=== block 1 ===
==> block_1/ff_map.png <==
Other sequential cells in the stronger grey, the rest of the logic in the fainter grey.
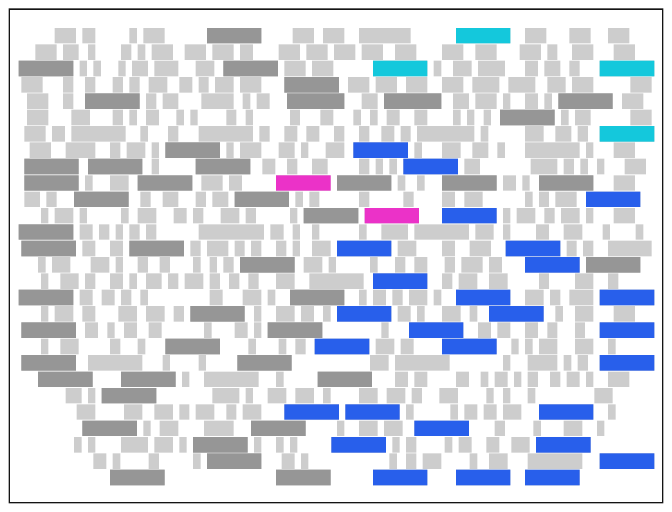

$ cat config.mk
export PLATFORM = sky130hd
export DESIGN_NAME = time_set_ctrl
export DESIGN_NICKNAME = d
export VERILOG_FILES = /design/src/rtl/time_set_ctrl.sv
export SDC_FILE = /design/constraint.sdc
export NUM_CORES = 1
export LEC_CHECK = 0
export ABC_AREA = 0
export CAP_MARGIN = 20
export CELL_PAD_IN_SITES_DETAIL_PLACEMENT = 1
export CELL_PAD_IN_SITES_GLOBAL_PLACEMENT = 1
export CORE_ASPECT_RATIO = 0.75
export CORE_UTILIZATION = 48
export CTS_BUF_LIST = sky130_fd_sc_hd__clkbuf_8 sky130_fd_sc_hd__clkbuf_16
export CTS_CLUSTER_SIZE = 25
export DETAILED_ROUTE_END_ITERATION = 16
export PLACE_DENSITY = 0.82
export SLEW_MARGIN = 20
export SYNTH_ARGS = -nofsm -noshare
export SYNTH_HDL_FRONTEND = slang
export SYNTH_SLANG_ARGS = --single-unit
$ cat constraint.sdc
create_clock -name clk -period 4.05 [get_ports clk]
set_clock_uncertainty 0.2 [all_clocks]
set_input_delay 0.81 -clock clk [delete_from_list [all_inputs] [get_ports clk]]
set_output_delay 0.81 -clock clk [all_outputs]
set_load 0.03 [all_outputs]
$ cat src/rtl/time_set_ctrl.sv
// Run/set controller for an HH:MM:SS BCD counter chain.
// Generates the one-second advance enable, runs the two-button time-setting
// state machine, edits hour/minute BCD digits and pulses load to commit them.
module time_set_ctrl #(
  parameter int TICK_DIV = 100_000_000
) (
  input  logic       clk,
  input  logic       rst,
  input  logic       btn_mode,
  input  logic       btn_inc,
  input  logic [3:0] cur_hour1,
  input  logic [3:0] cur_hour0,
  input  logic [3:0] cur_min1,
  input  logic [3:0] cur_min0,
  output logic       cnt_en,
  output logic       load,
  output logic [3:0] set_hour1,
  output logic [3:0] set_hour0,
  output logic [3:0] set_min1,
  output logic [3:0] set_min0,
  output logic [1:0] mode,
  output logic       blink
);

  localparam int            PW    = $clog2(TICK_DIV);
  localparam logic [PW-1:0] P_TOP = PW'(TICK_DIV - 1);

  typedef enum logic [1:0] {
    S_RUN      = 2'b00,
    S_SET_HOUR = 2'b01,
    S_SET_MIN  = 2'b10
  } state_t;

  state_t        r_state;
  state_t        w_next;
  logic          r_mode_prev;
  logic          r_inc_prev;
  logic          w_mode_press;
  logic          w_inc_press;
  logic [3:0]    r_set_hour1, r_set_hour0, r_set_min1, r_set_min0;
  logic [3:0]    w_hour1_inc, w_hour0_inc, w_min1_inc, w_min0_inc;
  logic [PW-1:0] r_presc;
  logic          r_cnt_en;
  logic          r_load;
  logic [PW-1:0] r_blink_cnt;
  logic          r_blink;

  // Rising-edge detect on both buttons. Previous levels reset high so a
  // button held through reset must be released before it counts as a press.
  // NOTE: sequential state uses non-blocking (<=) so every flop samples the
  // pre-edge values of its sources, independent of block ordering.
  always_ff @(posedge clk or posedge rst) begin
    if (rst) begin
      r_mode_prev <= 1'b1;
      r_inc_prev  <= 1'b1;
    end else begin
      r_mode_prev <= btn_mode;
      r_inc_prev  <= btn_inc;
    end
  end

  assign w_mode_press = btn_mode & ~r_mode_prev;
  // Mode wins over a simultaneous increment.
  assign w_inc_press  = btn_inc & ~r_inc_prev & ~w_mode_press;

  // State register.
  always_ff @(posedge clk or posedge rst) begin
    if (rst) r_state <= S_RUN;
    else     r_state <= w_next;
  end

  // Next-state logic: mode press cycles RUN -> SET_HOUR -> SET_MIN -> RUN.
  // NOTE: every combinational output gets a default first, so no path leaves
  // it unassigned and no latch is inferred.
  always_comb begin
    w_next = r_state;
    case (r_state)
      S_RUN:      if (w_mode_press) w_next = S_SET_HOUR;
      S_SET_HOUR: if (w_mode_press) w_next = S_SET_MIN;
      S_SET_MIN:  if (w_mode_press) w_next = S_RUN;
      default:    w_next = S_RUN;
    endcase
  end

  // Outputs decoded from state; blink is forced low outside the set states.
  always_comb begin
    mode  = r_state;
    blink = r_blink & (r_state != S_RUN);
  end

  assign cnt_en    = r_cnt_en;
  assign load      = r_load;
  assign set_hour1 = r_set_hour1;
  assign set_hour0 = r_set_hour0;
  assign set_min1  = r_set_min1;
  assign set_min0  = r_set_min0;

  // BCD +1 for hours (23 wraps to 00) and minutes (59 wraps to 00).
  always_comb begin
    w_hour1_inc = r_set_hour1;
    w_hour0_inc = r_set_hour0 + 4'd1;
    if (r_set_hour1 == 4'd2 && r_set_hour0 == 4'd3) begin
      w_hour1_inc = 4'd0;
      w_hour0_inc = 4'd0;
    end else if (r_set_hour0 == 4'd9) begin
      w_hour1_inc = r_set_hour1 + 4'd1;
      w_hour0_inc = 4'd0;
    end
    w_min1_inc = r_set_min1;
    w_min0_inc = r_set_min0 + 4'd1;
    if (r_set_min0 == 4'd9) begin
      w_min0_inc = 4'd0;
      w_min1_inc = (r_set_min1 == 4'd5) ? 4'd0 : r_set_min1 + 4'd1;
    end
  end

  // Edit registers: capture current time on entry, step the digit pair being set.
  always_ff @(posedge clk or posedge rst) begin
    if (rst) begin
      r_set_hour1 <= 4'd0;
      r_set_hour0 <= 4'd0;
      r_set_min1  <= 4'd0;
      r_set_min0  <= 4'd0;
    end else if (r_state == S_RUN && w_mode_press) begin
      r_set_hour1 <= cur_hour1;
      r_set_hour0 <= cur_hour0;
      r_set_min1  <= cur_min1;
      r_set_min0  <= cur_min0;
    end else if (r_state == S_SET_HOUR && w_inc_press) begin
      r_set_hour1 <= w_hour1_inc;
      r_set_hour0 <= w_hour0_inc;
    end else if (r_state == S_SET_MIN && w_inc_press) begin
      r_set_min1  <= w_min1_inc;
      r_set_min0  <= w_min0_inc;
    end
  end

  // Load pulse for the cycle after leaving SET_MIN.
  always_ff @(posedge clk or posedge rst) begin
    if (rst) r_load <= 1'b0;
    else     r_load <= (r_state == S_SET_MIN) && w_mode_press;
  end

  // One-second prescaler: runs only while staying in RUN, otherwise parked at
  // 0 so setting freezes time and RUN re-entry restarts a full period.
  always_ff @(posedge clk or posedge rst) begin
    if (rst) begin
      r_presc  <= '0;
      r_cnt_en <= 1'b0;
    end else if (r_state == S_RUN && w_next == S_RUN) begin
      if (r_presc == P_TOP) begin
        r_presc  <= '0;
        r_cnt_en <= 1'b1;
      end else begin
        r_presc  <= r_presc + 1'b1;
        r_cnt_en <= 1'b0;
      end
    end else begin
      r_presc  <= '0;
      r_cnt_en <= 1'b0;
    end
  end

  // Blink divider: starts at 1 on SET_HOUR entry, toggles every TICK_DIV cycles.
  always_ff @(posedge clk or posedge rst) begin
    if (rst) begin
      r_blink_cnt <= '0;
      r_blink     <= 1'b0;
    end else if (w_next == S_RUN) begin
      r_blink_cnt <= '0;
      r_blink     <= 1'b0;
    end else if (r_state == S_RUN) begin
      r_blink_cnt <= '0;
      r_blink     <= 1'b1;
    end else if (r_blink_cnt == P_TOP) begin
      r_blink_cnt <= '0;
      r_blink     <= ~r_blink;
    end else begin
      r_blink_cnt <= r_blink_cnt + 1'b1;
    end
  end

endmodule
=== block 2 ===
===== src/rtl/pipe_stage_elastic_pkg.sv =====
`default_nettype none
// ============================================================================
// Module      : pipe_pkg
// Description : Shared types for the elastic pipeline stage: the stage-state
//               enum and example packed stage bundles used to size WIDTH.
// Revision    : 1.0 - initial release
// ============================================================================
package pipe_pkg;

  // Default payload width when a stage is not sized from a bundle type.
  localparam int unsigned PIPE_DEFAULT_W = 32;

  // Occupancy of one elastic stage: nothing held, head only, head + skid.
  typedef enum logic [1:0] {
    PS_EMPTY = 2'd0,
    PS_HALF  = 2'd1,
    PS_FULL  = 2'd2
  } pipe_state_t;

  // Fetch/decode boundary bundle.
  typedef struct packed {
    logic [31:0] pc;
    logic [31:0] instr;
  } ifid_bundle_t;

  // Decode/execute boundary bundle.
  typedef struct packed {
    logic [31:0] pc;
    logic [31:0] rs1_val;
    logic [31:0] rs2_val;
    logic [31:0] imm;
    logic [4:0]  rd;
    logic [3:0]  alu_op;
    logic        reg_we;
    logic        mem_re;
    logic        mem_we;
  } idex_bundle_t;

  localparam int unsigned PIPE_IFID_W = $bits(ifid_bundle_t);
  localparam int unsigned PIPE_IDEX_W = $bits(idex_bundle_t);

endpackage
`default_nettype wire


===== src/rtl/pipe_stage_elastic_if.sv =====
`default_nettype none
// ============================================================================
// Module      : pipe_stage_elastic_if
// Description : Valid/ready handshake bundle around one elastic stage.
//               master = environment view, slave = stage view.
// Revision    : 1.0 - initial release
// ============================================================================
interface pipe_stage_elastic_if
  import pipe_pkg::*;
#(
  parameter int unsigned WIDTH = PIPE_DEFAULT_W
);
  logic             in_valid;
  logic             in_ready;
  logic [WIDTH-1:0] in_data;
  logic             out_valid;
  logic             out_ready;
  logic [WIDTH-1:0] out_data;

  modport master (
    output in_valid, in_data, out_ready,
    input  in_ready, out_valid, out_data
  );

  modport slave (
    input  in_valid, in_data, out_ready,
    output in_ready, out_valid, out_data
  );
endinterface
`default_nettype wire


===== src/rtl/pipe_stage_elastic_sat_counter.sv =====
`default_nettype none
// ============================================================================
// Module      : pipe_sat_counter
// Description : Up-counter that sticks at its all-ones value. Synchronous
//               active-high reset is the only way to clear it.
// Revision    : 1.0 - initial release
// ============================================================================
module pipe_sat_counter #(
  parameter int unsigned CNT_W = 16
) (
  input  wire logic             clk_i,
  input  wire logic             rst_i,
  input  wire logic             inc_i,
  output logic      [CNT_W-1:0] cnt_o
);

  logic [CNT_W-1:0] cnt_q;
  logic [CNT_W-1:0] cnt_d;

  // Increment unless already at the ceiling.
  always_comb begin
    cnt_d = cnt_q;
    if (inc_i && (cnt_q != {CNT_W{1'b1}})) begin
      cnt_d = cnt_q + CNT_W'(1);
    end
  end

  // Count register with synchronous clear.
  always_ff @(posedge clk_i) begin
    if (rst_i) begin
      cnt_q <= '0;
    end else begin
      cnt_q <= cnt_d;
    end
  end

  assign cnt_o = cnt_q;

endmodule
`default_nettype wire


===== src/rtl/pipe_stage_elastic.sv =====
`default_nettype none
// ============================================================================
// Module      : pipe_stage_elastic
// Description : Generic elastic pipeline stage register: opaque WIDTH-bit
//               payload, valid/ready handshake, 2-entry skid buffer, flush.
//               in_ready is a function of registered state only, so stall
//               does not ripple combinationally upstream.
//               Optional statistics counters under macro PIPE_STATS_EN.
// Revision    : 1.0 - initial release
// ============================================================================
module pipe_stage_elastic
  import pipe_pkg::*;
#(
  parameter int unsigned      WIDTH      = PIPE_DEFAULT_W,
  parameter logic [WIDTH-1:0] BUBBLE_VAL = '0,
  parameter int unsigned      CNT_W      = 16
) (
  input  wire logic             CLK,
  input  wire logic             RST,
  input  wire logic             flush,
  pipe_stage_elastic_if.slave   pif
`ifdef PIPE_STATS_EN
  ,
  output logic      [CNT_W-1:0] stall_cnt,
  output logic      [CNT_W-1:0] flush_cnt
`endif
);

  pipe_state_t      state_q;
  pipe_state_t      state_d;
  logic [WIDTH-1:0] main_q;
  logic [WIDTH-1:0] main_d;
  logic [WIDTH-1:0] skid_q;
  logic [WIDTH-1:0] skid_d;

  logic             out_valid;
  logic             in_ready;
  logic             in_fire;
  logic             out_fire;

  // Handshake outputs come straight from the state register.
  assign out_valid     = (state_q != PS_EMPTY);
  assign in_ready      = (state_q != PS_FULL);
  assign in_fire       = pif.in_valid & in_ready;
  assign out_fire      = out_valid & pif.out_ready;

  assign pif.out_valid = out_valid;
  assign pif.in_ready  = in_ready;
  assign pif.out_data  = main_q;

  // Next-state and storage update; flush overrides every handshake.
  always_comb begin
    state_d = state_q;
    main_d  = main_q;
    skid_d  = skid_q;
    if (flush) begin
      // A same-cycle out_fire still completes: downstream already took main_q.
      state_d = PS_EMPTY;
      main_d  = BUBBLE_VAL;
      skid_d  = BUBBLE_VAL;
    end else begin
      case (state_q)
        PS_EMPTY: begin
          if (in_fire) begin
            state_d = PS_HALF;
            main_d  = pif.in_data;
          end
        end
        PS_HALF: begin
          if (in_fire && out_fire) begin
            main_d = pif.in_data;
          end else if (in_fire) begin
            state_d = PS_FULL;
            skid_d  = pif.in_data;
          end else if (out_fire) begin
            state_d = PS_EMPTY;
            main_d  = BUBBLE_VAL;
          end
        end
        PS_FULL: begin
          // in_ready is low here, so only the drain side can move.
          if (out_fire) begin
            state_d = PS_HALF;
            main_d  = skid_q;
            skid_d  = BUBBLE_VAL;
          end
        end
        default: begin
          state_d = PS_EMPTY;
          main_d  = BUBBLE_VAL;
          skid_d  = BUBBLE_VAL;
        end
      endcase
    end
  end

  // State and payload registers; reset outranks flush.
  always_ff @(posedge CLK) begin
    if (RST) begin
      state_q <= PS_EMPTY;
      main_q  <= BUBBLE_VAL;
      skid_q  <= BUBBLE_VAL;
    end else begin
      state_q <= state_d;
      main_q  <= main_d;
      skid_q  <= skid_d;
    end
  end

`ifdef PIPE_STATS_EN
  logic stall_inc;
  logic flush_inc;

  assign stall_inc = out_valid & ~pif.out_ready;
  // Only flushes that actually squash something are counted.
  assign flush_inc = flush & out_valid;

  pipe_sat_counter #(
    .CNT_W (CNT_W)
  ) u_stall_cnt (
    .clk_i (CLK),
    .rst_i (RST),
    .inc_i (stall_inc),
    .cnt_o (stall_cnt)
  );

  pipe_sat_counter #(
    .CNT_W (CNT_W)
  ) u_flush_cnt (
    .clk_i (CLK),
    .rst_i (RST),
    .inc_i (flush_inc),
    .cnt_o (flush_cnt)
  );
`else
  // Counters compiled out; CNT_W is kept so instantiations are identical
  // in both builds.
  if (CNT_W == 0) begin : g_stats_off
  end
`endif

endmodule
`default_nettype wire


===== src/flat_wrapper.sv =====
// flat-port wrapper written by rule: the top's interface ports become plain ports
module pipe_stage_elastic_flat import pipe_pkg::*;
#(
  parameter int unsigned      WIDTH      = PIPE_DEFAULT_W,
  parameter logic [WIDTH-1:0] BUBBLE_VAL = '0,
  parameter int unsigned      CNT_W      = 16
)
  (CLK, RST, flush, pif_in_valid, pif_in_data, pif_out_ready, pif_in_ready, pif_out_valid, pif_out_data);
  pipe_stage_elastic_if #(.WIDTH(WIDTH)) pif_i ();
  input  wire logic CLK;
  input  wire logic RST;
  input  wire logic flush;
  input wire logic [$bits(pif_i.in_valid)-1:0] pif_in_valid;
  input wire logic [$bits(pif_i.in_data)-1:0] pif_in_data;
  input wire logic [$bits(pif_i.out_ready)-1:0] pif_out_ready;
  output wire logic [$bits(pif_i.in_ready)-1:0] pif_in_ready;
  output wire logic [$bits(pif_i.out_valid)-1:0] pif_out_valid;
  output wire logic [$bits(pif_i.out_data)-1:0] pif_out_data;
  assign pif_i.in_valid = pif_in_valid;
  assign pif_i.in_data = pif_in_data;
  assign pif_i.out_ready = pif_out_ready;
  assign pif_in_ready = pif_i.in_ready;
  assign pif_out_valid = pif_i.out_valid;
  assign pif_out_data = pif_i.out_data;
  pipe_stage_elastic #(.WIDTH(WIDTH), .BUBBLE_VAL(BUBBLE_VAL), .CNT_W(CNT_W)) u_core (.CLK(CLK), .RST(RST), .flush(flush), .pif(pif_i));
endmodule

===== config.mk =====
export PLATFORM = sky130hd
export DESIGN_NAME = pipe_stage_elastic_flat
export DESIGN_NICKNAME = d
export VERILOG_FILES = /design/src/rtl/pipe_stage_elastic_pkg.sv /design/src/rtl/pipe_stage_elastic_if.sv /design/src/rtl/pipe_stage_elastic_sat_counter.sv /design/src/rtl/pipe_stage_elastic.sv /design/src/flat_wrapper.sv
export SDC_FILE = /design/constraint.sdc
export NUM_CORES = 1
export LEC_CHECK = 0
export CORE_ASPECT_RATIO = 0.75
export CORE_MARGIN = 5
export CORE_UTILIZATION = 53
export DETAILED_ROUTE_END_ITERATION = 12
export PLACE_DENSITY = 0.93
export SLEW_MARGIN = 20
export SYNTH_ARGS = -nofsm -noshare
export SYNTH_HDL_FRONTEND = slang
export SYNTH_HIERARCHICAL = 1
export SYNTH_SLANG_ARGS = --single-unit

===== constraint.sdc =====
create_clock -name CLK -period 2 [get_ports CLK]
set_input_delay 0.3 -clock CLK [delete_from_list [all_inputs] [get_ports CLK]]
set_output_delay 0.3 -clock CLK [all_outputs]
set_load 0.01 [all_outputs]

=== block 3 ===
$ cat config.mk
export PLATFORM = sky130hd
export DESIGN_NAME = axi4lite_regfile
export DESIGN_NICKNAME = d
export VERILOG_FILES = /design/src/rtl/axi4lite_regfile.sv
export SDC_FILE = /design/constraint.sdc
export NUM_CORES = 1
export LEC_CHECK = 0
export CAP_MARGIN = 25
export CORE_UTILIZATION = 35
export CTS_CLUSTER_DIAMETER = 60
export DETAILED_ROUTE_END_ITERATION = 8
export PLACE_DENSITY = 0.65
export SKIP_CTS_REPAIR_TIMING = 1
export SLEW_MARGIN = 30
export SYNTH_ARGS = -nofsm -noshare
export SYNTH_HDL_FRONTEND = slang
export SYNTH_SLANG_ARGS = --single-unit
$ cat constraint.sdc
create_clock -name s_axi_aclk -period 4.4 [get_ports s_axi_aclk]
set_input_delay 0.88 -clock s_axi_aclk [delete_from_list [all_inputs] [get_ports s_axi_aclk]]
set_output_delay 0.88 -clock s_axi_aclk [all_outputs]
set_load 0.01 [all_outputs]
$ cat src/rtl/axi4lite_regfile.sv
`default_nettype none
// ============================================================================
// Module   : axi4lite_regfile
// Purpose  : AXI4-Lite slave with NUM_REGS byte-strobed registers.
// Revision : 1.0 - initial release
// ============================================================================
module axi4lite_regfile #(
    parameter int                    ADDR_WIDTH  = 4,
    parameter int                    DATA_WIDTH  = 32,
    parameter int                    NUM_REGS    = 4,
    parameter logic [DATA_WIDTH-1:0] RESET_VALUE = '0
) (
    input  logic                           s_axi_aclk,
    input  logic                           s_axi_aresetn,
    input  logic [ADDR_WIDTH-1:0]          s_axi_awaddr,
    input  logic                           s_axi_awvalid,
    output logic                           s_axi_awready,
    input  logic [DATA_WIDTH-1:0]          s_axi_wdata,
    input  logic [DATA_WIDTH/8-1:0]        s_axi_wstrb,
    input  logic                           s_axi_wvalid,
    output logic                           s_axi_wready,
    output logic [1:0]                     s_axi_bresp,
    output logic                           s_axi_bvalid,
    input  logic                           s_axi_bready,
    input  logic [ADDR_WIDTH-1:0]          s_axi_araddr,
    input  logic                           s_axi_arvalid,
    output logic                           s_axi_arready,
    output logic [DATA_WIDTH-1:0]          s_axi_rdata,
    output logic [1:0]                     s_axi_rresp,
    output logic                           s_axi_rvalid,
    input  logic                           s_axi_rready,
    output logic [NUM_REGS*DATA_WIDTH-1:0] reg_q,
    output logic [NUM_REGS-1:0]            wr_pulse
);

    localparam int C_STRB_W  = DATA_WIDTH / 8;
    localparam int C_IDX_LSB = $clog2(C_STRB_W);
    localparam int C_IDX_W   = ADDR_WIDTH - C_IDX_LSB;
    localparam logic [C_IDX_W:0] C_NUM_REGS_EXT = (C_IDX_W + 1)'(NUM_REGS);
    localparam logic [1:0] C_RESP_OKAY   = 2'b00;
    localparam logic [1:0] C_RESP_SLVERR = 2'b10;

    logic                  aw_full_q, aw_full_d;
    logic [C_IDX_W-1:0]    aw_idx_q, aw_idx_d;
    logic                  w_full_q, w_full_d;
    logic [DATA_WIDTH-1:0] wdata_q, wdata_d;
    logic [C_STRB_W-1:0]   wstrb_q, wstrb_d;
    logic                  bvalid_q, bvalid_d;
    logic [1:0]            bresp_q, bresp_d;
    logic                  rvalid_q, rvalid_d;
    logic [DATA_WIDTH-1:0] rdata_q, rdata_d;
    logic [1:0]            rresp_q, rresp_d;
    logic [NUM_REGS-1:0]   wr_pulse_q, wr_pulse_d;
    logic [DATA_WIDTH-1:0] regs_q [NUM_REGS];
    logic [DATA_WIDTH-1:0] regs_d [NUM_REGS];

    logic                  w_aw_hs, w_w_hs, w_ar_hs, w_commit;
    logic                  w_wr_in_range, w_rd_in_range;
    logic [C_IDX_W-1:0]    w_ar_idx;
    logic [DATA_WIDTH-1:0] w_rd_mux;

    // Readies are gated by reset so they read 0 while reset is held.
    assign s_axi_awready = s_axi_aresetn && !aw_full_q && !bvalid_q;
    assign s_axi_wready  = s_axi_aresetn && !w_full_q  && !bvalid_q;
    assign s_axi_arready = s_axi_aresetn && !rvalid_q;

    assign w_aw_hs       = s_axi_awvalid && s_axi_awready;
    assign w_w_hs        = s_axi_wvalid  && s_axi_wready;
    assign w_ar_hs       = s_axi_arvalid && s_axi_arready;
    assign w_commit      = aw_full_q && w_full_q;
    assign w_wr_in_range = ({1'b0, aw_idx_q} < C_NUM_REGS_EXT);
    assign w_ar_idx      = s_axi_araddr[ADDR_WIDTH-1:C_IDX_LSB];
    assign w_rd_in_range = ({1'b0, w_ar_idx} < C_NUM_REGS_EXT);

    always_comb begin
        aw_full_d  = aw_full_q;
        aw_idx_d   = aw_idx_q;
        w_full_d   = w_full_q;
        wdata_d    = wdata_q;
        wstrb_d    = wstrb_q;
        bvalid_d   = bvalid_q;
        bresp_d    = bresp_q;
        wr_pulse_d = '0;
        regs_d     = regs_q;

        if (w_commit) begin
            aw_full_d = 1'b0;
            w_full_d  = 1'b0;
            bvalid_d  = 1'b1;
            bresp_d   = w_wr_in_range ? C_RESP_OKAY : C_RESP_SLVERR;
            for (int i = 0; i < NUM_REGS; i++) begin
                if (w_wr_in_range && (aw_idx_q == C_IDX_W'(i))) begin
                    wr_pulse_d[i] = 1'b1;
                    for (int b = 0; b < C_STRB_W; b++) begin
                        if (wstrb_q[b]) begin
                            regs_d[i][b*8 +: 8] = wdata_q[b*8 +: 8];
                        end
                    end
                end
            end
        end else if (bvalid_q && s_axi_bready) begin
            bvalid_d = 1'b0;
        end

        // Stages only accept while empty, so a handshake never collides with commit.
        if (w_aw_hs) begin
            aw_full_d = 1'b1;
            aw_idx_d  = s_axi_awaddr[ADDR_WIDTH-1:C_IDX_LSB];
        end
        if (w_w_hs) begin
            w_full_d = 1'b1;
            wdata_d  = s_axi_wdata;
            wstrb_d  = s_axi_wstrb;
        end
    end

    always_comb begin
        w_rd_mux = '0;
        for (int i = 0; i < NUM_REGS; i++) begin
            if (w_ar_idx == C_IDX_W'(i)) begin
                w_rd_mux = regs_q[i];
            end
        end

        rvalid_d = rvalid_q;
        rdata_d  = rdata_q;
        rresp_d  = rresp_q;
        if (rvalid_q && s_axi_rready) begin
            rvalid_d = 1'b0;
        end
        // Reads sample regs_q, so a same-cycle commit returns the old value.
        if (w_ar_hs) begin
            rvalid_d = 1'b1;
            rdata_d  = w_rd_mux;
            rresp_d  = w_rd_in_range ? C_RESP_OKAY : C_RESP_SLVERR;
        end
    end

    always_ff @(posedge s_axi_aclk or negedge s_axi_aresetn) begin
        if (!s_axi_aresetn) begin
            aw_full_q  <= 1'b0;
            aw_idx_q   <= '0;
            w_full_q   <= 1'b0;
            wdata_q    <= '0;
            wstrb_q    <= '0;
            bvalid_q   <= 1'b0;
            bresp_q    <= '0;
            rvalid_q   <= 1'b0;
            rdata_q    <= '0;
            rresp_q    <= '0;
            wr_pulse_q <= '0;
            for (int i = 0; i < NUM_REGS; i++) begin
                regs_q[i] <= RESET_VALUE;
            end
        end else begin
            aw_full_q  <= aw_full_d;
            aw_idx_q   <= aw_idx_d;
            w_full_q   <= w_full_d;
            wdata_q    <= wdata_d;
            wstrb_q    <= wstrb_d;
            bvalid_q   <= bvalid_d;
            bresp_q    <= bresp_d;
            rvalid_q   <= rvalid_d;
            rdata_q    <= rdata_d;
            rresp_q    <= rresp_d;
            wr_pulse_q <= wr_pulse_d;
            for (int i = 0; i < NUM_REGS; i++) begin
                regs_q[i] <= regs_d[i];
            end
        end
    end

    assign s_axi_bvalid = bvalid_q;
    assign s_axi_bresp  = bresp_q;
    assign s_axi_rvalid = rvalid_q;
    assign s_axi_rdata  = rdata_q;
    assign s_axi_rresp  = rresp_q;
    assign wr_pulse     = wr_pulse_q;

    for (genvar gi = 0; gi < NUM_REGS; gi++) begin : g_flat
        assign reg_q[gi*DATA_WIDTH +: DATA_WIDTH] = regs_q[gi];
    end

    if (C_IDX_LSB > 0) begin : g_addr_lsb
        logic w_unused_lsb;
        assign w_unused_lsb = ^{s_axi_awaddr[C_IDX_LSB-1:0], s_axi_araddr[C_IDX_LSB-1:0]};
    end

endmodule
`default_nettype wire

=== block 4 ===
==> config.mk <==
export PLATFORM = sky130hd
export DESIGN_NAME = sdram_readback
export DESIGN_NICKNAME = d
export VERILOG_FILES = /design/src/rtl/sdram_readback.sv
export SDC_FILE = /design/constraint.sdc
export NUM_CORES = 2
export LEC_CHECK = 0
export ABC_AREA = 1
export CORE_UTILIZATION = 40
export DETAILED_ROUTE_END_ITERATION = 12
export GPL_ROUTABILITY_DRIVEN = 0
export PLACE_DENSITY = 0.65
export SYNTH_ARGS = -nofsm -noshare
export SYNTH_HDL_FRONTEND = slang
export SYNTH_SLANG_ARGS = --single-unit
==> constraint.sdc <==
create_clock -name sdram_clk -period 11.8 [get_ports sdram_clk]
set_input_delay 1.18 -clock sdram_clk [delete_from_list [all_inputs] [get_ports sdram_clk]]
set_output_delay 1.18 -clock sdram_clk [all_outputs]
set_load 0.005 [all_outputs]
==> src/rtl/sdram_readback.sv <==
// sdram_readback: reads an inclusive range of SDRAM lines over a pipelined Avalon-MM
// read port (burstcount 1) and streams each line out as OUT_W-bit words, lowest word first.
// The line FIFO head doubles as the serializer, so one credit covers a line from the
// moment its read is accepted until its final word has been taken.
module sdram_readback #(
  parameter int ADDR_W     = 27,
  parameter int DATA_W     = 256,
  parameter int OUT_W      = 32,
  parameter int FIFO_DEPTH = 8
) (
  input  logic              sdram_clk,
  input  logic              rst_sdram_n,
  input  logic              read_launch,
  input  logic              read_abort,
  input  logic [ADDR_W-1:0] read_addr_start,
  input  logic [ADDR_W-1:0] read_addr_end,
  output logic              read_busy,
  output logic [ADDR_W-1:0] sdram_address,
  output logic [7:0]        sdram_burstcount,
  output logic              sdram_read,
  input  logic              sdram_waitrequest,
  input  logic [DATA_W-1:0] sdram_readdata,
  input  logic              sdram_readdatavalid,
  output logic [OUT_W-1:0]  out_data,
  output logic              out_valid,
  input  logic              out_ready,
  output logic              out_last
);

  localparam int WORDS  = DATA_W / OUT_W;
  localparam int WIDX_W = (WORDS > 1) ? $clog2(WORDS) : 1;
  localparam int PTR_W  = (FIFO_DEPTH > 1) ? $clog2(FIFO_DEPTH) : 1;
  localparam int CNT_W  = PTR_W + 1;
  localparam int SUM_W  = CNT_W + 1;
  localparam logic [WIDX_W-1:0] WIDX_LAST = WIDX_W'(WORDS - 1);

  typedef enum logic [1:0] {
    S_IDLE,
    S_ISSUE,
    S_DRAIN,
    S_FLUSH
  } state_t;

  state_t              state_reg, state_next;
  logic [ADDR_W-1:0]   addr_reg, addr_next;
  logic [ADDR_W-1:0]   end_reg, end_next;
  logic [ADDR_W-1:0]   span_reg, span_next;
  logic [ADDR_W-1:0]   ret_cnt_reg, ret_cnt_next;
  logic                read_reg, read_next;
  logic [CNT_W-1:0]    outst_reg, outst_next;
  logic [CNT_W-1:0]    count_reg, count_next;
  logic [PTR_W-1:0]    wr_ptr_reg, wr_ptr_next;
  logic [PTR_W-1:0]    rd_ptr_reg, rd_ptr_next;
  logic [WIDX_W-1:0]   widx_reg, widx_next;

  // Line storage; the entry at rd_ptr_reg is the line currently being serialized.
  logic [DATA_W-1:0]   fifo_data_mem [FIFO_DEPTH];
  logic                fifo_last_mem [FIFO_DEPTH];

  logic                accept;
  logic                rdv_ok;
  logic                push;
  logic                take;
  logic                pop;
  logic                credit;
  logic                clear_fifo;
  logic                head_valid;
  logic [DATA_W-1:0]   head_line;
  logic [OUT_W-1:0]    head_words [WORDS];

  assign accept     = read_reg && !sdram_waitrequest;
  // Returns with nothing outstanding (e.g. in flight across a reset) are dropped.
  assign rdv_ok     = sdram_readdatavalid && (outst_reg != '0);
  assign push       = rdv_ok && ((state_reg == S_ISSUE) || (state_reg == S_DRAIN));
  assign head_valid = (count_reg != '0);
  assign take       = head_valid && out_ready;
  assign pop        = take && (widx_reg == WIDX_LAST);
  assign head_line  = fifo_data_mem[rd_ptr_reg];

  genvar gi;
  generate
    for (gi = 0; gi < WORDS; gi++) begin : g_words
      assign head_words[gi] = head_line[gi*OUT_W +: OUT_W];
    end
  endgenerate

  assign sdram_address    = addr_reg;
  assign sdram_read       = read_reg;
  assign sdram_burstcount = 8'd1;
  assign read_busy        = (state_reg != S_IDLE);
  assign out_valid        = head_valid;
  assign out_data         = head_valid ? head_words[widx_reg] : '0;
  assign out_last         = head_valid && fifo_last_mem[rd_ptr_reg] && (widx_reg == WIDX_LAST);

  // Line storage write; the last flag marks the final line of the requested range.
  always_ff @(posedge sdram_clk) begin
    if (push) begin
      fifo_data_mem[wr_ptr_reg] <= sdram_readdata;
      fifo_last_mem[wr_ptr_reg] <= (ret_cnt_reg == span_reg);
    end
  end

  // State and counter registers.
  always_ff @(posedge sdram_clk or negedge rst_sdram_n) begin
    if (!rst_sdram_n) begin
      state_reg   <= S_IDLE;
      addr_reg    <= '0;
      end_reg     <= '0;
      span_reg    <= '0;
      ret_cnt_reg <= '0;
      read_reg    <= 1'b0;
      outst_reg   <= '0;
      count_reg   <= '0;
      wr_ptr_reg  <= '0;
      rd_ptr_reg  <= '0;
      widx_reg    <= '0;
    end else begin
      state_reg   <= state_next;
      addr_reg    <= addr_next;
      end_reg     <= end_next;
      span_reg    <= span_next;
      ret_cnt_reg <= ret_cnt_next;
      read_reg    <= read_next;
      outst_reg   <= outst_next;
      count_reg   <= count_next;
      wr_ptr_reg  <= wr_ptr_next;
      rd_ptr_reg  <= rd_ptr_next;
      widx_reg    <= widx_next;
    end
  end

  // Next-state logic: read issue with credit, FIFO/serializer bookkeeping, abort flush.
  always_comb begin
    state_next   = state_reg;
    addr_next    = addr_reg;
    end_next     = end_reg;
    span_next    = span_reg;
    read_next    = read_reg;
    ret_cnt_next = ret_cnt_reg + ADDR_W'(push);
    outst_next   = outst_reg + CNT_W'(accept) - CNT_W'(rdv_ok);
    count_next   = count_reg + CNT_W'(push) - CNT_W'(pop);
    wr_ptr_next  = wr_ptr_reg + PTR_W'(push);
    rd_ptr_next  = rd_ptr_reg + PTR_W'(pop);
    widx_next    = widx_reg;
    clear_fifo   = 1'b0;
    if (take) begin
      widx_next = (widx_reg == WIDX_LAST) ? '0 : widx_reg + 1'b1;
    end
    // Credit is judged on next-cycle occupancy so a line is never requested without a slot.
    credit = ({1'b0, outst_next} + {1'b0, count_next}) < SUM_W'(FIFO_DEPTH);

    case (state_reg)
      S_IDLE: begin
        if (read_launch) begin
          addr_next    = read_addr_start;
          end_next     = read_addr_end;
          span_next    = read_addr_end - read_addr_start;
          ret_cnt_next = '0;
          read_next    = 1'b1;
          state_next   = S_ISSUE;
        end
      end
      S_ISSUE: begin
        if (read_abort) begin
          // A stalled request must still complete; everything buffered is thrown away.
          read_next  = read_reg && !accept;
          clear_fifo = 1'b1;
          state_next = S_FLUSH;
        end else if (accept) begin
          if (addr_reg == end_reg) begin
            read_next  = 1'b0;
            state_next = S_DRAIN;
          end else begin
            addr_next = addr_reg + 1'b1;
            read_next = credit;
          end
        end else if (!read_reg) begin
          read_next = credit;
        end
      end
      S_DRAIN: begin
        if (read_abort) begin
          read_next  = 1'b0;
          clear_fifo = 1'b1;
          state_next = S_FLUSH;
        end else if ((outst_next == '0) && (count_next == '0)) begin
          state_next = S_IDLE;
        end
      end
      S_FLUSH: begin
        read_next = read_reg && !accept;
        if ((outst_next == '0) && !read_next) begin
          state_next = S_IDLE;
        end
      end
      default: begin
        state_next = S_IDLE;
        read_next  = 1'b0;
      end
    endcase

    if (clear_fifo) begin
      count_next  = '0;
      wr_ptr_next = '0;
      rd_ptr_next = '0;
      widx_next   = '0;
    end
  end

endmodule


==> gallery <==
Register map, names as in the netlist.
Other sequential cells in the stronger grey, the rest of the logic in the fainter grey.
(a)
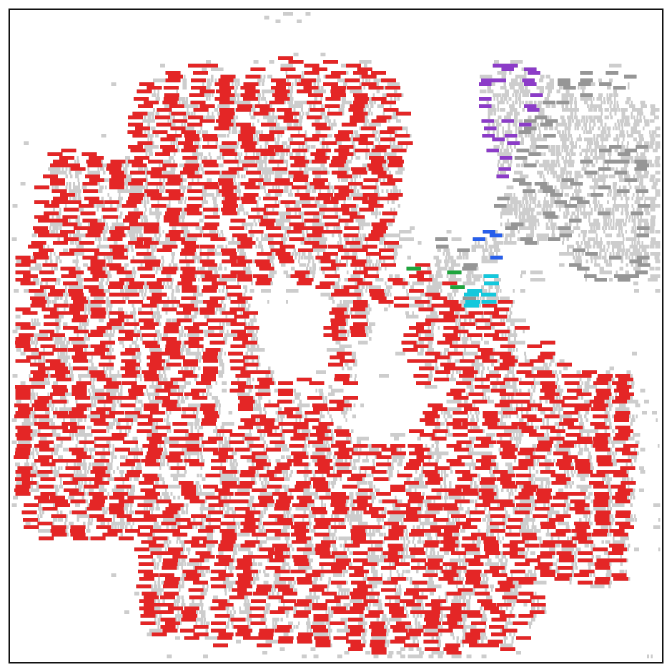
(b)
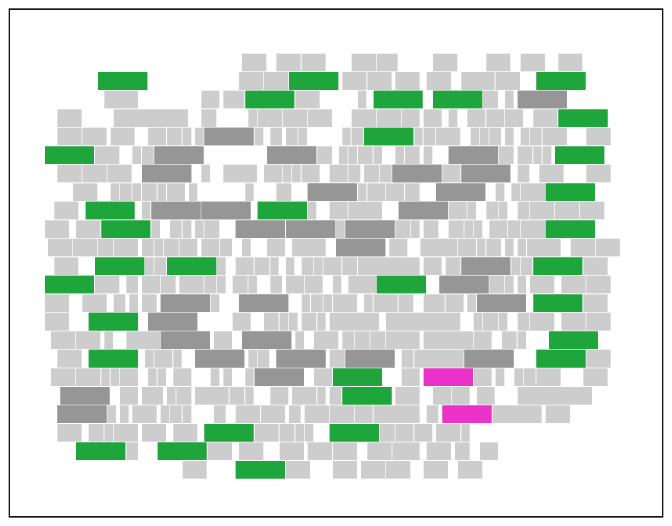
(c)
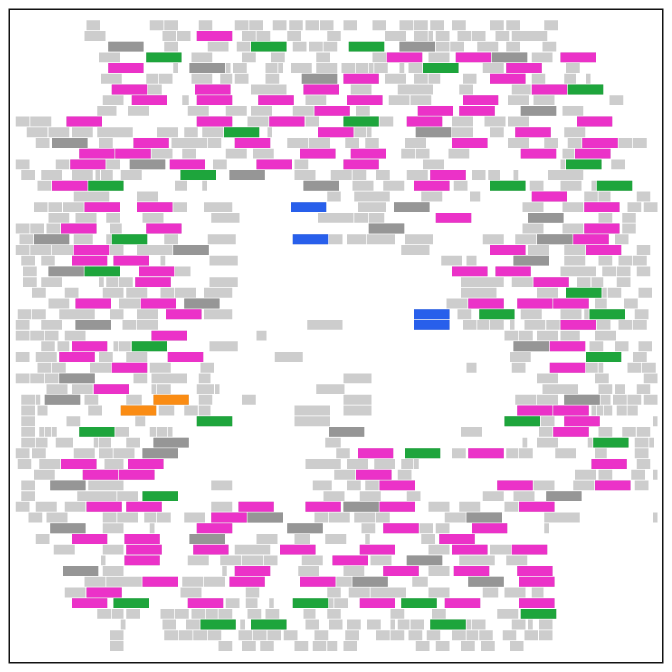
Of these, most cells: (a)
- (a) = block 4
- (c) = block 3
- (b) = block 2

Key to (c):
green -> s_axi_rdata  # placed flops 32, where spread over the die
blue -> wr_pulse  # placed flops 4, where centre
magenta -> reg_q  # placed flops 128, where spread over the die
orange -> aw_idx_q  # placed flops 2

==> block_2/m4.png <==
Cells faint in the background.
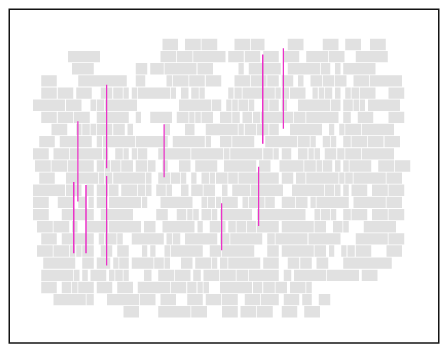
share of all routed wire = 1.9%
nets with wire on the layer = 7
longest straight run = 19.7 um
detailed-route wire length: 8290 um
vias: 2954

==> flow_summary.ini, block 2 <==
; generated from flow reports
[outcome]
status = completed

[synth]
mux_area_share_pct = 0.727
ys_sh_adder_pct = 0
avgSynthCellArea_um2 = 8.53
syn_area_um2 = 2930
ys_seq_share_pct = 45.1
ys_warn_count = 6
top_cells_by_count = nand2_1, dfxtp_1
ys_ff = 66

[routing]
drt_iter0_markers = 266
highest_layer = met4
viasPerCell = 6.05

[clock_tree]
cts_tree = done
clk_pin_slew_ns = 0.07

[final_timing]
fin_crit_sh_pct = 95.2
max_freq_mhz = 525
setup_viol = 0
tightest_slew_ns = 0.757
slew_headroom_pct = 49.5

[pwr]
power_leader = registers
p_seq_mw = 1.36
power_frac_seq_pct = 44.5
p_switching_mw = 0.714

[worst_setup_path]
crit_cells = 3
cpMaxStageDelayCell = clkdlybuf4s50_1
path_cells = buf_12, nand2b_1, clkdlybuf4s50_1
r2r_setup_slack_ns = 0.29
path_class = reg -> out
cp.arrival_ns = 1.60
endpoint = pif_in_ready

[global_routing]
use_met2_pct = 41.1
track_usage_pct = 25.0

[die]
chipArea_um2 = 7120

[cells_and_area]
mostFrequentLayoutCell = nand2_1

[hold_path]
worstHoldStart = u_core/pif.out_data[22]

[placed_design]
dp.cells = 472
block 2: final cells by class:
cell class                      count  area (um2)
Clock buffer                        9         124
Clock inverter                      7         118
Fill cell                         393        1360
Multi-Input combinational cell    242        1450
Sequential cell                    66        1320
Tap cell                           75        93.8
Timing Repair Buffer               89         887
block 2: worst min path at each step:
stage / to / slack, ns / depth (start not counted)
after floorplan: u_core/pif.out_data[0] / 0.44 / 1
after global placement: u_core/pif.out_data[22] / 0.47 / 1
after detailed placement: u_core/pif.out_data[28] / 0.47 / 1
after CTS: u_core/pif.out_data[22] / 0.49 / 1
after global routing: u_core/pif.out_data[26] / 0.51 / 1
final: u_core/pif.out_data[22] / 0.48 / 1
block 2: through the flow:
stage	util (%)	area [um2]	hold slack [ns]
floorplan	-	2930	0.439
global placement	69.6	3730	0.469
detailed placement	69.9	3740	0.471
CTS	74.5	3990	0.491
global route	74.6	3990	0.508
finish	74.6	3990	0.483
block 2: timing repair:
action                     in CTS  in global routing
setup endpoints to repair       2                  1
gates resized                   2                  2
pin swaps                       0                  0
buffers inserted                0                  0
block 2: registers in the layout, indices dropped and copies added, names as in the netlist:
signal               count
u_core/state_q           2
u_core/skid_q           32
u_core/pif.out_data     32
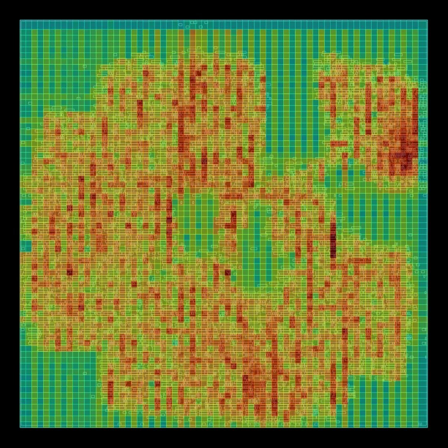
(block_4/congestion_map.png)
GRT Util Overall: 22.3%
met3 global-route usage: 5.04%
drt wl/cell: 22.9 um
final core utilization: 46.0%
met2 usage: 36.0%

==> block_4/clock_wires.png <==
Scale bar: 100 um.
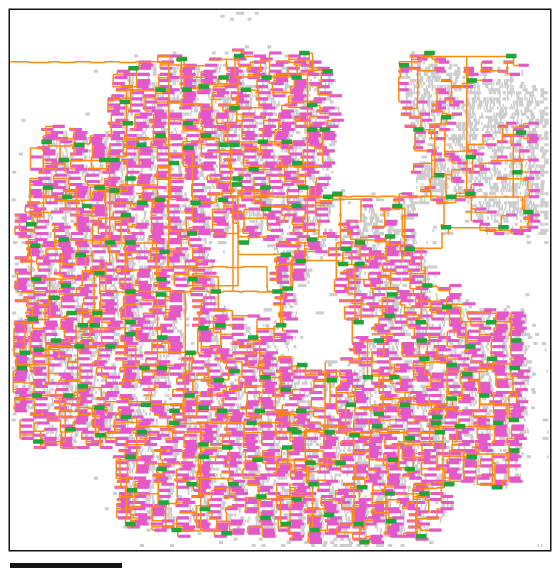
orange -> clock wires  # length 24.7 mm
green -> clock-net drivers  # count 216
magenta -> flip-flops  # count 2184
routed clock nets = 217
Clk power: 6.84 mW
skew final: 0.0622 ns
clk latency of the worst-skew pair: 0.87 ns

==> flow_summary.ini, block 4 <==
; generated from flow reports
[worst_setup_path]
crit_top_cell = nand3_1
r2r_cells = 10
endpoint = out_data[29]

[synth]
synthCells = 8017
mux_area_share_pct = 0
xor_share_pct = 0.785
synth_top_flop_cell = edfxtp_1
synthArstFlopShare_pct = 5.86
yosysCellCount = 8017
simple_gate_share_pct = 20.7

[placed_design]
dp_hpwl_um = 142000

[cells_and_area]
syn_to_final_growth_pct = 14.4
mostFrequentLayoutCell = nand2_1
nets = 8576
largest_reg_flops = 2048

[die]
fp-utilization_pct = 40.2
die_h_um = 480
pin_count = 388

[routing]
met2WireLength_um = 125000
highest_layer = met5

[global_routing]
top_usage_layer = met2

[pwr]
p_switching_mw = 6.29
netSwitchingFraction_pct = 30.2
p_per_area_nw_per_um2 = 199
p_seq_mw = 9.72

[final_timing]
finalSetupTns_ns = 0
max_freq_mhz = 131
setup_slack_ns = 4.17

[outcome]
status = completed

[clock_tree]
ctsHoldBuffers = 0
[block 4: per-stage QoR]
stage | instances | utilization (%) | total power, mW | area [um2] | hold WS (ns)
after CTS | 11400 | 46.0 | 20.9 | 105000 | 0.308
after global routing | 11400 | 46.0 | 21.6 | 105000 | 0.375
final | 11400 | 46.0 | 20.8 | 105000 | 0.354
after detailed placement | 11000 | 42.9 | 14.1 | 97500 | 0.490
after floorplan | 8023 | - | 12.3 | 91500 | 0.468
after global placement | 11000 | 42.9 | 14.0 | 97500 | 0.485
[block 4: worst reg2reg max path: cells and delay by family (launching register included)]
family	cells	cell delay [ns]
DFF	1	0.32
adders and majority gates	1	0.19
AOI/OAI and AO/OA	1	0.25
and+or+nand+nor	3	0.60
buffers and inverters	5	2.81
[block 4: layout make-up]
| class | instances | area, um2 | share of cell area (%) |
|---|---|---|---|
| Antenna cell | 40 | 100 | 0.0957 |
| Clock buffer | 272 | 5750 | 5.50 |
| Clock inverter | 130 | 1310 | 1.25 |
| Inverter | 190 | 757 | 0.724 |
| Multi-Input combinational cell | 5157 | 23400 | 22.3 |
| Sequential cell | 2184 | 65000 | 62.1 |
| Tap cell | 3009 | 3760 | 3.60 |
| Timing Repair Buffer | 454 | 4620 | 4.41 |
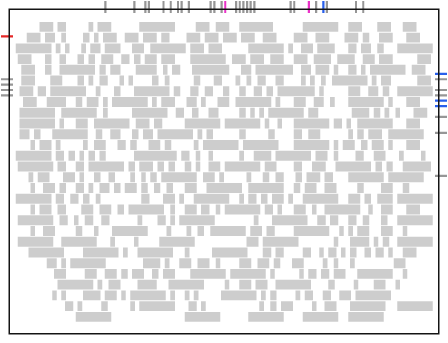
(block_1/pinout.png)
Pins as bars across the die edge, other pins in grey.
blue -> cur_hour1  # pins 4, direction input, edge 3 right, 1 top
red -> clk  # pins 1, direction input, edge left
magenta -> mode  # pins 2, direction output, edge top
all pins by edge = 27 top, 9 right, 5 left
count of input and output buffers: 40
Die Y: 81.8 um

About block_1/ff_map.png:
cyan -> set_hour0  # placed flops 4, where upper right
magenta -> mode  # placed flops 2
blue -> r_presc  # placed flops 27
not coloured = 44
final core utilization: 60.6%
flop share of the area: 39.5%
sequential cell area: 1930 um2
sequential power: 1.07 mW

==> flow_summary.ini, block 1 <==
; generated from flow reports
[outcome]
status = completed

[final_timing]
slew_viol_final = 0
max_freq_mhz = 319

[synth]
synthCells = 431
area_leaders = dfrtp_1, nor2_1, xor2_1
yosysCellCount = 431
synthArstFlopShare_pct = 100
synth_top_cell_by_area = dfrtp_1
simple_gate_share_pct = 27.8
synthAoiAreaFrac_pct = 9.40
syn_area_um2 = 4080

[placed_design]
dp_hpwl_um = 7360
placed_area_um2 = 4570
dp.cells = 567

[worst_setup_path]
r2r-start = r_presc[11]
cp.arrival_ns = 2.12
r2r_setup_slack_ns = 1.41
worstPathMaxFanout = 13
critPathBufInv = 1
worstPathRequired_ns = 3.04

[cells_and_area]
lay_top_cells = dfrtp_1, nor2_1, nand2_1, clkdlybuf4s50_1, nand3_1
syn_to_final_growth_pct = 19.8
mostFrequentLayoutCell = dfrtp_1
fin_area_um2 = 4880

[pwr]
pwr-share-clk_pct = 29.2
peakVddDrop_mv = 0.578
pwr-share-comb_pct = 33.5
netSwitchingFraction_pct = 37.9
p_per_area_nw_per_um2 = 589

[global_routing]
grt_max_degree = 44
gr-total-overflow = 0

[hold_path]
hold_path.class = reg -> reg
worstHoldStart = r_blink_cnt[0]

[clock_tree]
clkSinkCount = 77
cts_tree = done
clk_pin_slew_ns = 0.06
clk_path_buf_depth = 2

[routing]
drt_iter0_markers = 150

[die]
die_x_um = 108
placementRows = 28
design.core.area_um2 = 8060

[flow_run]
tool_warnings = 28
block 1: power by group through the flow:
stage / sequential, mW / clock [mW] / combinational (mW)
floorplan: 1.17 / 0 / 0.501
global placement: 1.06 / 0 / 0.911
detailed placement: 1.08 / 0 / 0.945
CTS: 1.07 / 0.856 / 0.975
global route: 1.09 / 0.887 / 1.05
finish: 1.07 / 0.840 / 0.963
block 1: flip-flops by register name, summed over array words and instances, names as in the netlist:
signal and flops:
r_blink_cnt 27, cnt_en 1, r_mode_prev 1, set_hour0 4, set_min1 4, r_presc 27
load 1, r_inc_prev 1, set_hour1 4, mode 2, set_min0 4, r_blink 1
block 1: cell type report:
type / instances / area (um2)
clock buffer: 12 / 267
clock inverter: 4 / 46.3
fill: 929 / 3170
inverter: 13 / 48.8
multi-input combinational: 329 / 2030
sequential: 77 / 1930
tap: 105 / 131
timing repair buffer: 43 / 435
block 1: metal layers:
metal | part of all wire, % | vias to the layer above | global-route usage [%]
met5 | 0 | - | 0
met4 | 1.3 | 0 | 6.76
met3 | 2.7 | 14 | 7.30
met2 | 50 | 49 | 45.5
met1 | 46 | 1743 | 33.9
li1 | - | 1605 | -
==> block_3/pinout.png <==
Pins as bars across the die edge, other pins in grey.
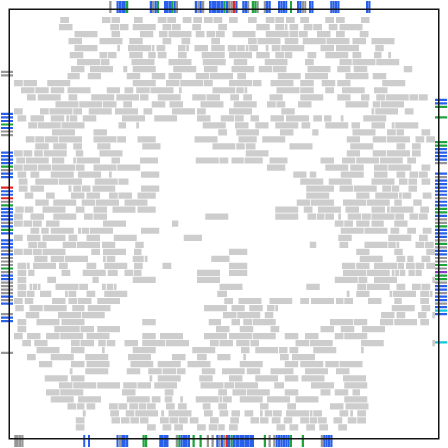
red -> s_axi_wstrb  # pins 4, direction input, edge 2 left, 1 bottom, 1 top
green -> s_axi_rdata  # pins 32, direction output, edge 11 right, 9 bottom, 7 top, 5 left
blue -> reg_q  # pins 128, direction output, edge 38 top, 36 bottom, 28 left, 26 right
purple -> s_axi_arvalid  # pins 1, direction input, edge right
cyan -> s_axi_bresp  # pins 2, direction output, edge right
all pins by edge = 59 bottom, 58 top, 54 left, 53 right
Die Y: 166 um
count of input and output buffers: 215
chip width: 166 um

==> block_3/congestion_map.png <==
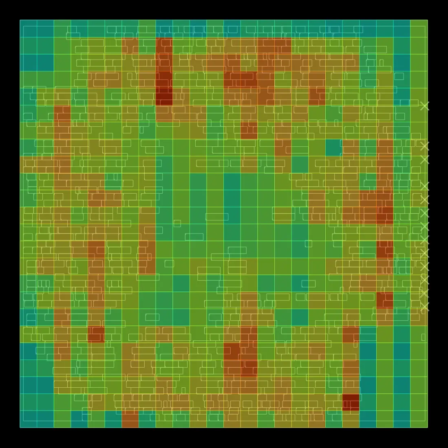
met2 usage: 27.2%
final core utilization: 48.1%

==> flow_summary.ini, block 3 <==
; generated from flow reports
[synth]
yosysCellCount = 569
synth_cell_type_count = 26
synth_top_cell_by_area = dfrtp_1
ys_ff = 206
synthCells = 569
synthArstFlopShare_pct = 100
top_cells_by_count = dfrtp_1, mux2_4, mux2i_1

[die]
pin_count = 224
design.core.area_um2 = 26200
placementRows = 59
tapCellCount = 335
chipArea_um2 = 27500

[routing]
routed-via-count = 5537
first_pass_iters = 6
drc = 26
drt_iter0_markers = 303

[cells_and_area]
largest_reg_flops = 128
lay_top_cells = clkdlybuf4s50_1, dfrtp_1, mux2_4
mostFrequentLayoutCell = clkdlybuf4s50_1
seq_cells = 206
sh_comb_area_pct = 31.4
logic_area_um2 = 3970
fillCellCount = 2284
logic_gate_count = 331
largest_cell_class = registers
nets = 842
drive_above_1_share_pct = 28.7
signal_buffers = 225

[pwr]
peakVddDrop_mv = 0.388
p_int_mw = 6.25
p_switching_mw = 2.79
p_leak_nw = 5.95
pwr-share-clk_pct = 21.8
finalPower_mw = 9.05

[worst_setup_path]
cpMaxStageDelayCell = clkdlybuf4s50_1
endpoint = s_axi_arready
critPathBufInv = 2
critical_path.top_delay_family = buffers and inverters
r2r-start = w_full_q
r2r_setup_slack_ns = 2.40
crit_cells = 3

[outcome]
status = finished with violations
failed_checks = design-rule violations

[final_timing]
tightest_slew_ns = 0.890
max_freq_mhz = 341
finalSetupTns_ns = 0
grt_setup_unrepaired = no
fin_crit_sh_pct = 66.7
skew_ns = 0.00888
setup_viol = 0
min_period_ns = 2.94

[global_routing]
grtUsageMet1_pct = 24.9
gr-total-overflow = 0
use_met3_pct = 3.78
grt_max_degree = 70

[clock_tree]
cts_tree = done
clkSinkCount = 206
cts_inserted_buffers = 24

[placed_design]
dp_slack_ns = 1.44
## block 3: power by group through the flow
stage          sequential, mW  clock, mW  combinational, mW
3_3_place_gp             3.65          0               3.41
2_1_floorplan            3.65          0               1.71
3_5_place_dp             3.67          0               3.46
5_1_grt                  3.79       2.11               3.63
4_1_cts                  3.66       2.03               3.47
6_report                 3.64       1.97               3.44
## block 3: layer usage
metal / wire length (um) / vias to the layer above
li1: - / 2515
met3: 1330 / 28
met1: 11100 / 2840
met2: 10900 / 154
met5: 0 / -
met4: 324 / 0
## block 3: cell families after synthesis
logic type,Yosys count,synth area share [%]
AND-OR/OR-AND,36,3.23
multiplexers,230,33.0
other,1,0.0400
AND/OR/NAND/NOR,61,5.80
buffers and inverters,35,2.93
flip-flops,206,55.0
## block 3: worst min-delay path by stage
stage / start / to / slack, ns
after CTS: s_axi_aresetn / reg_q[23] / 0.24
after detailed placement: s_axi_rdata[15] / s_axi_rdata[15] / 0.47
after global routing: s_axi_aresetn / wdata_q[23] / 0.25
after global placement: s_axi_rdata[7] / s_axi_rdata[7] / 0.47
after floorplan: aw_idx_q[1] / aw_idx_q[1] / 0.52
final: s_axi_aresetn / reg_q[23] / 0.25


==> gallery <==
Met4 routing.
Cells faint in the background.
panel A
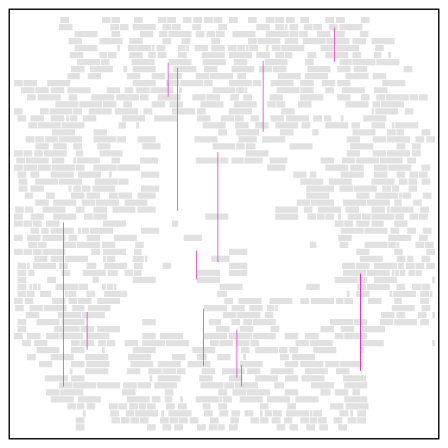
panel B
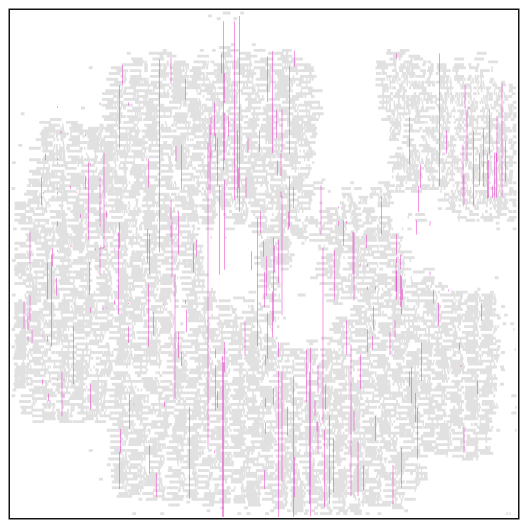
panel C
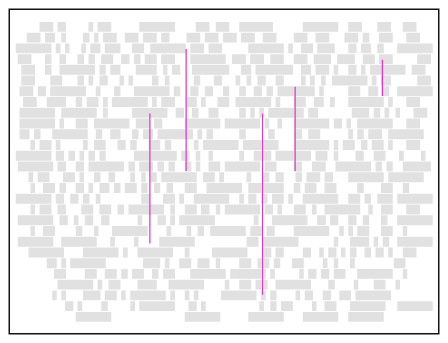
Block 4 is panel B.
Block 1 is panel C.
Block 3 is panel A.


## Gallery

Clock distribution.
image #1
Scale bar: 20 um.
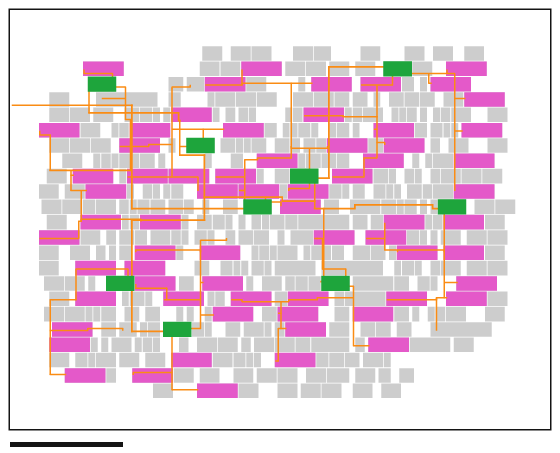
image #2
Scale bar: 50 um.
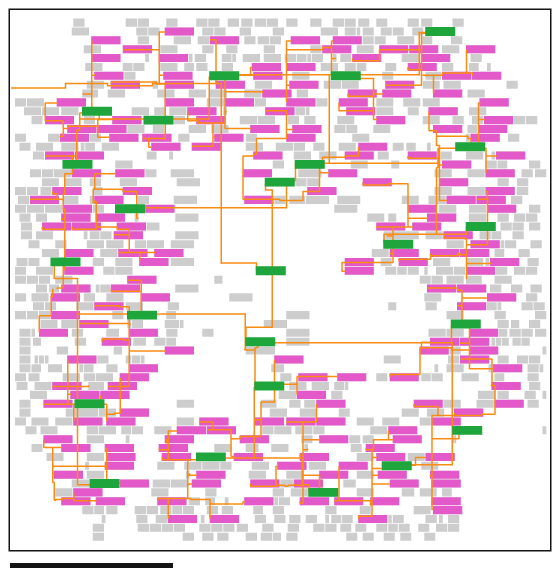
image #3
Scale bar: 20 um.
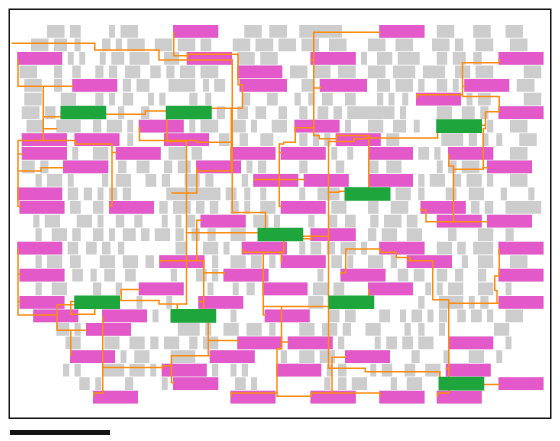
- image #3 = block 1
- image #2 = block 3
- image #1 = block 2

Key to image #1:
orange -> clock wires  # length 812 um
magenta -> flip-flops  # count 66
green -> clock-net drivers  # count 9
routed clock nets = 10

No activity file was given, so power comes from the tool's default toggle rates.
